==================== block 1
==> src/rtl/sisc_mem_arb.sv <==
// -----------------------------------------------------------------------------
// sisc_mem_arb
//
// Shares one single-ported unified memory between the SISC instruction-fetch
// path (if_*) and the load/store path (ls_*). One transaction is in flight at
// a time. The winner's address/we/wdata are latched straight into the mem_*
// output registers, the memory is driven for WAIT_CYC cycles, and the read
// word is returned together with a one-cycle done pulse.
//
// Handshake (both requesters): req is raised with addr/we/wdata valid and is
// held until the matching done pulse is seen; the requester drops req in the
// cycle after done. A req still high when the arbiter is back in IDLE is a
// new request. Inputs that change after the grant are ignored, and done still
// pulses if req was withdrawn early.
//
// Ports:
//   clk, rst_f             clock, asynchronous active-low reset
//   if_req/if_addr         fetch request and address
//   if_rdata/if_done       fetched word, one-cycle completion pulse
//   ls_req/ls_we/ls_addr/ls_wdata   load/store request (ls_we=1 is a store)
//   ls_rdata/ls_done       load data, one-cycle completion pulse
//   mem_en/mem_we/mem_addr/mem_wdata/mem_rdata   memory port
//   busy                   high while in ACCESS or DONE
//   dbg_state              current FSM state (IDLE=0, ACCESS=1, DONE=2)
//
// Parameters: ADDR_W, DATA_W, WAIT_CYC (memory access cycles, 1..15).
//
// Build option: define SISC_MEM_ARB_RR_EN for round-robin arbitration;
// otherwise load/store has fixed priority over fetch.
// -----------------------------------------------------------------------------
module sisc_mem_arb #(
    parameter int ADDR_W   = 16,
    parameter int DATA_W   = 32,
    parameter int WAIT_CYC = 2
) (
    input  logic              clk,
    input  logic              rst_f,
    input  logic              if_req,
    input  logic [ADDR_W-1:0] if_addr,
    output logic [DATA_W-1:0] if_rdata,
    output logic              if_done,
    input  logic              ls_req,
    input  logic              ls_we,
    input  logic [ADDR_W-1:0] ls_addr,
    input  logic [DATA_W-1:0] ls_wdata,
    output logic [DATA_W-1:0] ls_rdata,
    output logic              ls_done,
    output logic              mem_en,
    output logic              mem_we,
    output logic [ADDR_W-1:0] mem_addr,
    output logic [DATA_W-1:0] mem_wdata,
    input  logic [DATA_W-1:0] mem_rdata,
    output logic              busy,
    output logic [1:0]        dbg_state
);

    localparam logic [1:0] ST_IDLE   = 2'd0;
    localparam logic [1:0] ST_ACCESS = 2'd1;
    localparam logic [1:0] ST_DONE   = 2'd2;

    localparam logic OWN_IF = 1'b0;
    localparam logic OWN_LS = 1'b1;

    // wcnt counts down to zero, so the last access cycle is the one seen
    // with wcnt == 0.
    localparam logic [3:0] WCNT_LOAD = 4'(WAIT_CYC - 1);

    logic [1:0] state;
    logic [3:0] wcnt;
    logic       owner;
    logic       any_req;
    logic       grant_ls;

    assign any_req   = if_req | ls_req;
    assign dbg_state = state;

`ifdef SISC_MEM_ARB_RR_EN
    // Records the last granted requester; on a collision the other one wins.
    logic last_owner;

    assign grant_ls = ls_req & (~if_req | (last_owner == OWN_IF));

    always_ff @(posedge clk or negedge rst_f) begin
        if (!rst_f) begin
            last_owner <= OWN_IF;
        end else if ((state == ST_IDLE) && any_req) begin
            last_owner <= grant_ls;
        end
    end
`else
    assign grant_ls = ls_req;
`endif

    always_ff @(posedge clk or negedge rst_f) begin
        if (!rst_f) begin
            state     <= ST_IDLE;
            wcnt      <= 4'd0;
            owner     <= OWN_IF;
            busy      <= 1'b0;
            mem_en    <= 1'b0;
            mem_we    <= 1'b0;
            mem_addr  <= '0;
            mem_wdata <= '0;
            if_rdata  <= '0;
            ls_rdata  <= '0;
            if_done   <= 1'b0;
            ls_done   <= 1'b0;
        end else begin
            case (state)
                ST_IDLE: begin
                    if (any_req) begin
                        // The mem_* registers double as the latched
                        // transaction, so later input changes cannot leak in.
                        state     <= ST_ACCESS;
                        busy      <= 1'b1;
                        owner     <= grant_ls;
                        wcnt      <= WCNT_LOAD;
                        mem_en    <= 1'b1;
                        mem_we    <= grant_ls & ls_we;
                        mem_addr  <= grant_ls ? ls_addr : if_addr;
                        mem_wdata <= grant_ls ? ls_wdata : '0;
                    end
                end

                ST_ACCESS: begin
                    if (wcnt == 4'd0) begin
                        state  <= ST_DONE;
                        mem_en <= 1'b0;
                        mem_we <= 1'b0;
                        if (owner == OWN_LS) begin
                            ls_done <= 1'b1;
                            // A store leaves the load data register alone.
                            if (!mem_we) begin
                                ls_rdata <= mem_rdata;
                            end
                        end else begin
                            if_done  <= 1'b1;
                            if_rdata <= mem_rdata;
                        end
                    end else begin
                        wcnt <= wcnt - 4'd1;
                    end
                end

                ST_DONE: begin
                    // Requests are not looked at here; the requester has one
                    // cycle to drop req before IDLE samples it again.
                    state   <= ST_IDLE;
                    busy    <= 1'b0;
                    if_done <= 1'b0;
                    ls_done <= 1'b0;
                end

                default: begin
                    state   <= ST_IDLE;
                    busy    <= 1'b0;
                    mem_en  <= 1'b0;
                    mem_we  <= 1'b0;
                    if_done <= 1'b0;
                    ls_done <= 1'b0;
                end
            endcase
        end
    end

endmodule

==> config.mk <==
export PLATFORM = sky130hd
export DESIGN_NAME = sisc_mem_arb
export DESIGN_NICKNAME = d
export VERILOG_FILES = /design/src/rtl/sisc_mem_arb.sv
export SDC_FILE = /design/constraint.sdc
export NUM_CORES = 1
export LEC_CHECK = 0
export CORE_UTILIZATION = 38
export DETAILED_ROUTE_END_ITERATION = 8
export PLACE_DENSITY_LB_ADDON = 0.15
export SYNTH_ARGS = -nofsm -noshare
export SYNTH_HDL_FRONTEND = slang
export SYNTH_SLANG_ARGS = --single-unit
==> constraint.sdc <==
create_clock -name clk -period 2 [get_ports clk]
set_input_delay 0.2 -clock clk [delete_from_list [all_inputs] [get_ports clk]]
set_output_delay 0.2 -clock clk [all_outputs]
set_load 0.01 [all_outputs]
==================== block 2
File: src/rtl/mux_scan_reg.sv
//------------------------------------------------------------------------------
// mux_scan_reg : registered NCH-channel word mux with manual / auto-scan modes
// Revision     : 1.0
//------------------------------------------------------------------------------
`default_nettype none

module mux_scan_reg #(
  parameter int NBITS = 8,
  parameter int NCH   = 4,
  parameter int DWELL = 4,
  parameter int SELW  = $clog2(NCH)
) (
  input  logic                 clk_2,
  input  logic                 reset_n,
  input  logic [NCH*NBITS-1:0] din,
  input  logic                 mode,
  input  logic [SELW-1:0]      sel,
  input  logic                 hold,
  output logic [NBITS-1:0]     dout,
  output logic [SELW-1:0]      ch,
  output logic                 valid,
  output logic                 wrap,
  output logic                 err
);

  localparam int              CNTW       = (DWELL > 1) ? $clog2(DWELL) : 1;
  localparam logic [SELW-1:0] C_LAST_CH  = SELW'(NCH - 1);
  localparam logic [CNTW-1:0] C_LAST_CNT = CNTW'(DWELL - 1);

  typedef enum logic [1:0] {
    ST_IDLE   = 2'd0,
    ST_MANUAL = 2'd1,
    ST_SCAN   = 2'd2
  } state_t;

  state_t           state_q, state_d;
  logic [CNTW-1:0]  cnt_q, cnt_d;
  logic [SELW-1:0]  ch_q, ch_d;
  logic [NBITS-1:0] dout_q, dout_d;
  logic             valid_q, valid_d;
  logic             wrap_q, wrap_d;
  logic             err_q, err_d;

  logic [NBITS-1:0] words [NCH];
  logic [SELW-1:0]  next_ch;
  logic [NBITS-1:0] sel_word, cur_word, next_word;
  logic             sel_ok;

  for (genvar k = 0; k < NCH; k++) begin : g_ch
    assign words[k] = din[k*NBITS +: NBITS];
  end

  assign next_ch = (ch_q == C_LAST_CH) ? '0 : ch_q + 1'b1;

  // Range check falls out of the decode: a select with no matching channel is out of range.
  always_comb begin
    sel_ok    = 1'b0;
    sel_word  = '0;
    cur_word  = '0;
    next_word = '0;
    for (int k = 0; k < NCH; k++) begin
      if (sel == SELW'(k)) begin
        sel_ok   = 1'b1;
        sel_word = words[k];
      end
      if (ch_q == SELW'(k))    cur_word  = words[k];
      if (next_ch == SELW'(k)) next_word = words[k];
    end
  end

  always_comb begin
    state_d = state_q;
    cnt_d   = cnt_q;
    ch_d    = ch_q;
    dout_d  = dout_q;
    valid_d = valid_q;
    err_d   = err_q;
    wrap_d  = 1'b0;
    if (state_q == ST_IDLE) begin
      state_d = mode ? ST_SCAN : ST_MANUAL;
      cnt_d   = '0;
      ch_d    = '0;
      dout_d  = '0;
      valid_d = 1'b0;
      err_d   = 1'b0;
    end else if (!hold) begin
      if (!mode) begin
        state_d = ST_MANUAL;
        cnt_d   = '0;
        if (sel_ok) begin
          ch_d    = sel;
          dout_d  = sel_word;
          valid_d = 1'b1;
          err_d   = 1'b0;
        end else begin
          dout_d  = '0;
          valid_d = 1'b0;
          err_d   = 1'b1;
        end
      end else if (state_q != ST_SCAN) begin
        // Entering scan keeps the current channel and restarts its dwell.
        state_d = ST_SCAN;
        cnt_d   = '0;
        dout_d  = cur_word;
        valid_d = 1'b1;
        err_d   = 1'b0;
      end else if (cnt_q == C_LAST_CNT) begin
        cnt_d   = '0;
        ch_d    = next_ch;
        dout_d  = next_word;
        wrap_d  = (ch_q == C_LAST_CH);
        valid_d = 1'b1;
        err_d   = 1'b0;
      end else begin
        cnt_d   = cnt_q + 1'b1;
        dout_d  = cur_word;
        valid_d = 1'b1;
        err_d   = 1'b0;
      end
    end
  end

  always_ff @(posedge clk_2 or negedge reset_n) begin
    if (!reset_n) begin
      state_q <= ST_IDLE;
      cnt_q   <= '0;
      ch_q    <= '0;
      dout_q  <= '0;
      valid_q <= 1'b0;
      wrap_q  <= 1'b0;
      err_q   <= 1'b0;
    end else begin
      state_q <= state_d;
      cnt_q   <= cnt_d;
      ch_q    <= ch_d;
      dout_q  <= dout_d;
      valid_q <= valid_d;
      wrap_q  <= wrap_d;
      err_q   <= err_d;
    end
  end

  assign dout  = dout_q;
  assign ch    = ch_q;
  assign valid = valid_q;
  assign wrap  = wrap_q;
  assign err   = err_q;

endmodule

`default_nettype wire

File: config.mk
export PLATFORM = sky130hd
export DESIGN_NAME = mux_scan_reg
export DESIGN_NICKNAME = d
export VERILOG_FILES = /design/src/rtl/mux_scan_reg.sv
export SDC_FILE = /design/constraint.sdc
export NUM_CORES = 1
export LEC_CHECK = 0
export CORE_ASPECT_RATIO = 1.4
export CORE_MARGIN = 4
export CORE_UTILIZATION = 51
export CTS_CLUSTER_DIAMETER = 30
export CTS_CLUSTER_SIZE = 8
export DETAILED_ROUTE_END_ITERATION = 12
export HOLD_SLACK_MARGIN = 0.02
export PLACE_DENSITY = 0.86
export SLEW_MARGIN = 40
export SYNTH_ARGS = -nofsm -noshare
export SYNTH_HDL_FRONTEND = slang
export SYNTH_SLANG_ARGS = --single-unit
export TNS_END_PERCENT = 5
File: constraint.sdc
create_clock -name clk_2 -period 4.27 [get_ports clk_2]
set_input_delay 0.427 -clock clk_2 [delete_from_list [all_inputs] [get_ports clk_2]]
set_output_delay 0.427 -clock clk_2 [all_outputs]
set_load 0.03 [all_outputs]
==================== block 3
===== src/rtl/pi_request.sv =====
// pi_request: command FIFO and Pi bus-cycle sequencer in front of `sync`.
// Commands queue from the Pi side; the head command raises `pending`, is
// driven onto the bus during the Pi slot, and retires with a one-cycle
// response once `done` arrives.
// Optional feature macro: PI_REQUEST_TIMEOUT_EN (abort a WAIT that never
// sees `strobe` after TIMEOUT_CYCLES clk16 cycles; response flagged rsp_err).
module pi_request #(
   parameter int unsigned ADDR_WIDTH     = 17,
   parameter int unsigned DATA_WIDTH     = 8,
   parameter int unsigned DEPTH          = 2,
   parameter int unsigned TIMEOUT_CYCLES = 4096
) (
   input  logic                  clk16,
   input  logic                  reset_n,
   input  logic                  cmd_valid,
   output logic                  cmd_ready,
   input  logic                  cmd_we,
   input  logic [ADDR_WIDTH-1:0] cmd_addr,
   input  logic [DATA_WIDTH-1:0] cmd_data,
   output logic                  pending,
   input  logic                  strobe,
   input  logic                  done,
   output logic [ADDR_WIDTH-1:0] bus_addr,
   output logic                  bus_we,
   output logic [DATA_WIDTH-1:0] bus_data_out,
   output logic                  bus_data_oe,
   input  logic [DATA_WIDTH-1:0] bus_data_in,
   output logic                  rsp_valid,
   output logic [DATA_WIDTH-1:0] rsp_data,
   output logic                  rsp_err
);

   localparam int unsigned IDX_W = $clog2(DEPTH);
   localparam int unsigned PTR_W = IDX_W + 1;

   typedef struct packed {
      logic                  we;
      logic [ADDR_WIDTH-1:0] addr;
      logic [DATA_WIDTH-1:0] data;
   } cmd_t;

   typedef enum logic [1:0] {S_IDLE, S_WAIT, S_ACCESS, S_RELEASE} state_t;

   cmd_t             mem [DEPTH];
   cmd_t             head;
   logic [PTR_W-1:0] wr_ptr, rd_ptr, wr_nx, rd_nx;
   logic             empty;
   logic             push, pop;

   state_t                state, state_d;
   logic                  pending_d, we_d, oe_d, rsp_valid_d;
   logic [ADDR_WIDTH-1:0] addr_d;
   logic [DATA_WIDTH-1:0] dout_d, rsp_data_d;

   assign push  = cmd_valid && cmd_ready;
   assign wr_nx = wr_ptr + PTR_W'(push);
   assign rd_nx = rd_ptr + PTR_W'(pop);
   assign head  = mem[rd_ptr[IDX_W-1:0]];

   // FIFO storage; written only on an accepted push
   always_ff @(posedge clk16) begin
      if (push) mem[wr_ptr[IDX_W-1:0]] <= '{we: cmd_we, addr: cmd_addr, data: cmd_data};
   end

   // FIFO pointers with registered empty/ready flags derived from the next pointers
   always_ff @(posedge clk16 or negedge reset_n) begin
      if (!reset_n) begin
         wr_ptr    <= '0;
         rd_ptr    <= '0;
         empty     <= 1'b1;
         cmd_ready <= 1'b1;
      end else begin
         wr_ptr    <= wr_nx;
         rd_ptr    <= rd_nx;
         empty     <= (wr_nx == rd_nx);
         cmd_ready <= !((wr_nx[IDX_W-1:0] == rd_nx[IDX_W-1:0]) &&
                        (wr_nx[IDX_W] != rd_nx[IDX_W]));
      end
   end

`ifdef PI_REQUEST_TIMEOUT_EN
   localparam int unsigned CNT_W = $clog2(TIMEOUT_CYCLES) + 1;
   logic [CNT_W-1:0] cnt, cnt_d;
   logic             rsp_err_d;
`else
   // Timeout disabled: the limit has no hardware behind it.
   logic unused_timeout;
   assign unused_timeout = ^32'(TIMEOUT_CYCLES);
   assign rsp_err        = 1'b0;
`endif

   // Next-state and next-output logic of the transaction sequencer
   always_comb begin
      state_d     = state;
      pending_d   = pending;
      addr_d      = bus_addr;
      we_d        = bus_we;
      dout_d      = bus_data_out;
      oe_d        = bus_data_oe;
      rsp_valid_d = 1'b0;
      rsp_data_d  = rsp_data;
      pop         = 1'b0;
`ifdef PI_REQUEST_TIMEOUT_EN
      cnt_d       = cnt;
      rsp_err_d   = 1'b0;
`endif
      case (state)
         S_IDLE: begin
            if (!empty) begin
               addr_d    = head.addr;
               we_d      = head.we;
               dout_d    = head.data;
               oe_d      = head.we;
               pending_d = 1'b1;
               state_d   = S_WAIT;
`ifdef PI_REQUEST_TIMEOUT_EN
               cnt_d     = '0;
`endif
            end
         end
         S_WAIT: begin
            // `done` here is stale from a previous slot and is ignored
            if (strobe) begin
               if (!bus_we) rsp_data_d = bus_data_in;
               state_d = S_ACCESS;
            end
`ifdef PI_REQUEST_TIMEOUT_EN
            else if (cnt == CNT_W'(TIMEOUT_CYCLES - 1)) begin
               pending_d   = 1'b0;
               oe_d        = 1'b0;
               pop         = 1'b1;
               rsp_valid_d = 1'b1;
               rsp_err_d   = 1'b1;
               rsp_data_d  = '0;
               state_d     = S_RELEASE;
            end else begin
               cnt_d = cnt + CNT_W'(1);
            end
`endif
         end
         S_ACCESS: begin
            if (strobe && !bus_we) rsp_data_d = bus_data_in;
            if (done) begin
               pending_d   = 1'b0;
               oe_d        = 1'b0;
               pop         = 1'b1;
               rsp_valid_d = 1'b1;
               if (bus_we) rsp_data_d = '0;
               state_d     = S_RELEASE;
            end
         end
         S_RELEASE: begin
            if (!done) state_d = S_IDLE;
         end
         default: state_d = S_IDLE;
      endcase
   end

   // State and registered outputs
   always_ff @(posedge clk16 or negedge reset_n) begin
      if (!reset_n) begin
         state        <= S_IDLE;
         pending      <= 1'b0;
         bus_addr     <= '0;
         bus_we       <= 1'b0;
         bus_data_out <= '0;
         bus_data_oe  <= 1'b0;
         rsp_valid    <= 1'b0;
         rsp_data     <= '0;
`ifdef PI_REQUEST_TIMEOUT_EN
         cnt          <= '0;
         rsp_err      <= 1'b0;
`endif
      end else begin
         state        <= state_d;
         pending      <= pending_d;
         bus_addr     <= addr_d;
         bus_we       <= we_d;
         bus_data_out <= dout_d;
         bus_data_oe  <= oe_d;
         rsp_valid    <= rsp_valid_d;
         rsp_data     <= rsp_data_d;
`ifdef PI_REQUEST_TIMEOUT_EN
         cnt          <= cnt_d;
         rsp_err      <= rsp_err_d;
`endif
      end
   end

endmodule


===== config.mk =====
export PLATFORM = sky130hd
export DESIGN_NAME = pi_request
export DESIGN_NICKNAME = d
export VERILOG_FILES = /design/src/rtl/pi_request.sv
export SDC_FILE = /design/constraint.sdc
export NUM_CORES = 1
export LEC_CHECK = 0
export CORE_ASPECT_RATIO = 0.5
export CORE_MARGIN = 2
export CORE_UTILIZATION = 55
export CTS_CLUSTER_DIAMETER = 200
export CTS_CLUSTER_SIZE = 30
export DETAILED_ROUTE_END_ITERATION = 6
export GPL_TIMING_DRIVEN = 0
export MAX_ROUTING_LAYER = met4
export PLACE_DENSITY = 0.84
export SKIP_CTS_REPAIR_TIMING = 1
export SKIP_LAST_GASP = 1
export SYNTH_ARGS = -nofsm -noshare
export SYNTH_HDL_FRONTEND = slang
export SYNTH_SLANG_ARGS = --single-unit
export TNS_END_PERCENT = 1

===== constraint.sdc =====
create_clock -name clk16 -period 5.6 [get_ports clk16]
set_input_delay 0.56 -clock clk16 [delete_from_list [all_inputs] [get_ports clk16]]
set_output_delay 0.56 -clock clk16 [all_outputs]
set_load 0.01 [all_outputs]

Block 1, logic cells by family:
(2 px per um)
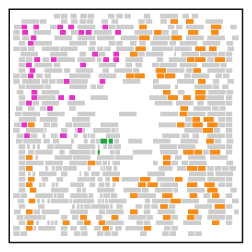
family	color	cells
NAND gates	green	3
AND-OR and OR-AND gates	magenta	34
multiplexers	orange	82

==> flow_metrics.env, block 1 <==
# source this file to load flow results
export IMPL_cp_depth=6
export IMPL_violations="setup timing"
export IMPL_dr_pass1_iters=4
export IMPL_layout_top_cell_excl_fill_tap="clkdlybuf4s50_1"
export IMPL_grt_use_met2_pct=28.8
export IMPL_met1_length_um=5360
export IMPL_n_all_inverters=6
export IMPL_drt_iter0_markers=169
export IMPL_setup_slack_ps=-132
export IMPL_ys_seq_elements=124
export IMPL_min_path_type="in -> async"
export IMPL_die_width_um=116
export IMPL_die_area_sq_um=13400
export IMPL_vias=3648
export IMPL_wire_per_inst_um=16.8
export IMPL_instances_no_fill=750
export IMPL_setup_violations=32
export IMPL_placed_cell_area_sq_um=7400
export IMPL_ff2ff_setup_slack_ps=-130
export IMPL_status="finished with violations"
export IMPL_grt_max_degree=55
export IMPL_globalRouteMet3Util_pct=9.10
export IMPL_pre_cts_ws_ps=-100
export IMPL_drc=0
export IMPL_synth_xor_area_share_pct=0
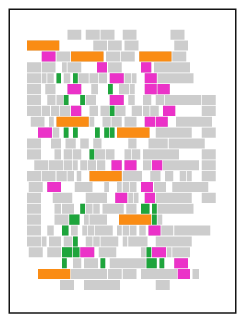
Block 2: logic cells by family
(4 px per um)
family	color	cells
multiplexers	orange	8
AND-OR and OR-AND gates	magenta	26
NAND gates	green	26

==> flow_metrics.env, block 2 <==
# source this file to load flow results
export IMPL_status="finished clean"
export IMPL_power_leader="combinational cells"
export IMPL_aoi_share_pct=34.0
export IMPL_synth_xor_area_share_pct=0
export IMPL_p_sw_w=0.000255
export IMPL_gp_congestion=0.984
export IMPL_end_kind="register"
export IMPL_met1_usage_pct=29.0
export IMPL_n_fill_cell=265
export IMPL_clk_latency_ps=250
export IMPL_synth_top_flop_cell="dfrtp_1"
export IMPL_netlist_area_sq_um=1660
export IMPL_critPathTopFamily="adder cells"
export IMPL_cts_sinks=17
export IMPL_worstRegToRegCells=7
export IMPL_critical_path_slowest_cell="ha_1"
export IMPL_peakVddDrop_v=0.000193
export IMPL_finalNetCount=276
export IMPL_ant_nets=0
export IMPL_globalRouteMet3Util_pct=1.53
export IMPL_wire_per_inst_um=17.7
export IMPL_crit_chain="inv_1, ha_1, nor2_1, and3_1, a211oi_1, o22ai_1, a22o_1"
export IMPL_antenna_found_initial=0
export IMPL_dominant_cells="combinational gates"
export IMPL_grt_use_total_pct=22.4
export IMPL_nMultiInputCombCells=147
export IMPL_drive_gt1_share_pct=6.96
export IMPL_finalSetupTns_ps=0
export IMPL_cts_htree_levels=1
export IMPL_clock_buffers=4
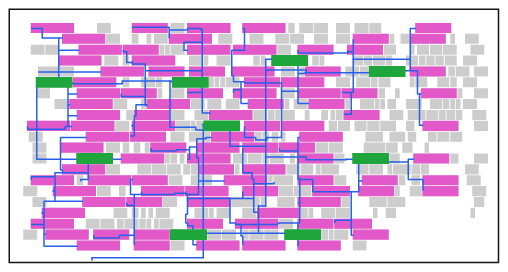
Block 3: clock wires, drivers and flops
(4 px per um)
[clock wires] blue | length: 1030 um
[cells driving clock nets] green | count: 9
[flip-flops] magenta | count: 97
routed clock nets	10

==> flow_metrics.env, block 3 <==
# source this file to load flow results
export IMPL_cp_depth=6
export IMPL_top_usage_layer="met2"
export IMPL_grt_overflow=0
export IMPL_finalSetupTns_ps=0
export IMPL_final_period_utilization_pct=46.8
export IMPL_crit_arrival_ps=2890
export IMPL_wirelength_um=8070
export IMPL_synthTopCellsByCount="edfxtp_1 (52), dfrtp_1 (43), nand2_1 (35), o21ai_0 (29), mux2i_1 (27)"
export IMPL_yosys_cells=267
export IMPL_power_internal_w=0.00187
export IMPL_dr_pass1_iters=4
export IMPL_ff2ff_setup_slack_ps=3120
export IMPL_startpoint_type="input port"
export IMPL_die_width_um=122
export IMPL_peakVddDrop_v=0.000315
export IMPL_port_buffers=75
export IMPL_seq_cell_power_w=0.00114
export IMPL_seqPwrFrac_pct=40.8
export IMPL_synth_cells=267
export IMPL_maxSlewViolCount=0
export IMPL_core_sq_um=6700
export IMPL_critPathBufInv=1
export IMPL_synth_xor_area_share_pct=0.916
export IMPL_cellPowerDensity_nw_per_um2=558
export IMPL_dr_wl_met3_um=416
export IMPL_drc=0
export IMPL_largest_reg_flops=52
export IMPL_initCoreUtil_pct=57.1
export IMPL_status="finished clean"
export IMPL_fp_nets=313
export IMPL_maxCapViolCount=0
export IMPL_setup_slack_ps=2980
export IMPL_wire_per_inst_um=17.9
export IMPL_pwr_share_clk_pct=21.1
export IMPL_dominant_cells="flip-flops and latches"
export IMPL_n_fill_cell=422
export IMPL_grt_max_degree=34
export IMPL_final_core_util_pct=74.5
export IMPL_p_clk_w=0.000588
export IMPL_drive_gt1_share_pct=8.66


==> layout pictures side by side <==
Signal wires on met3.
(a)
(4 px per um)
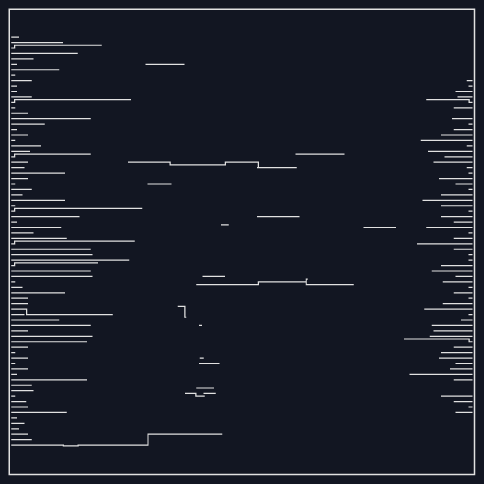
(b)
(6 px per um)
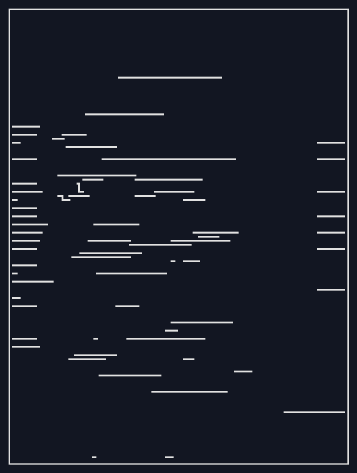
(c)
(4 px per um)
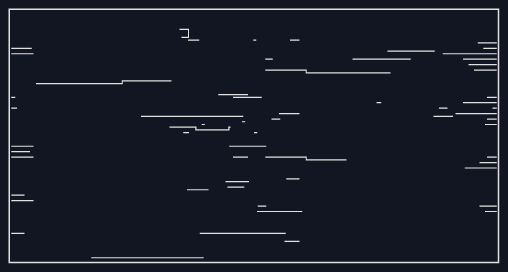
(c) comes from block 3.
(a) comes from block 1.
(b) comes from block 2.
Of these, smallest die: (b)

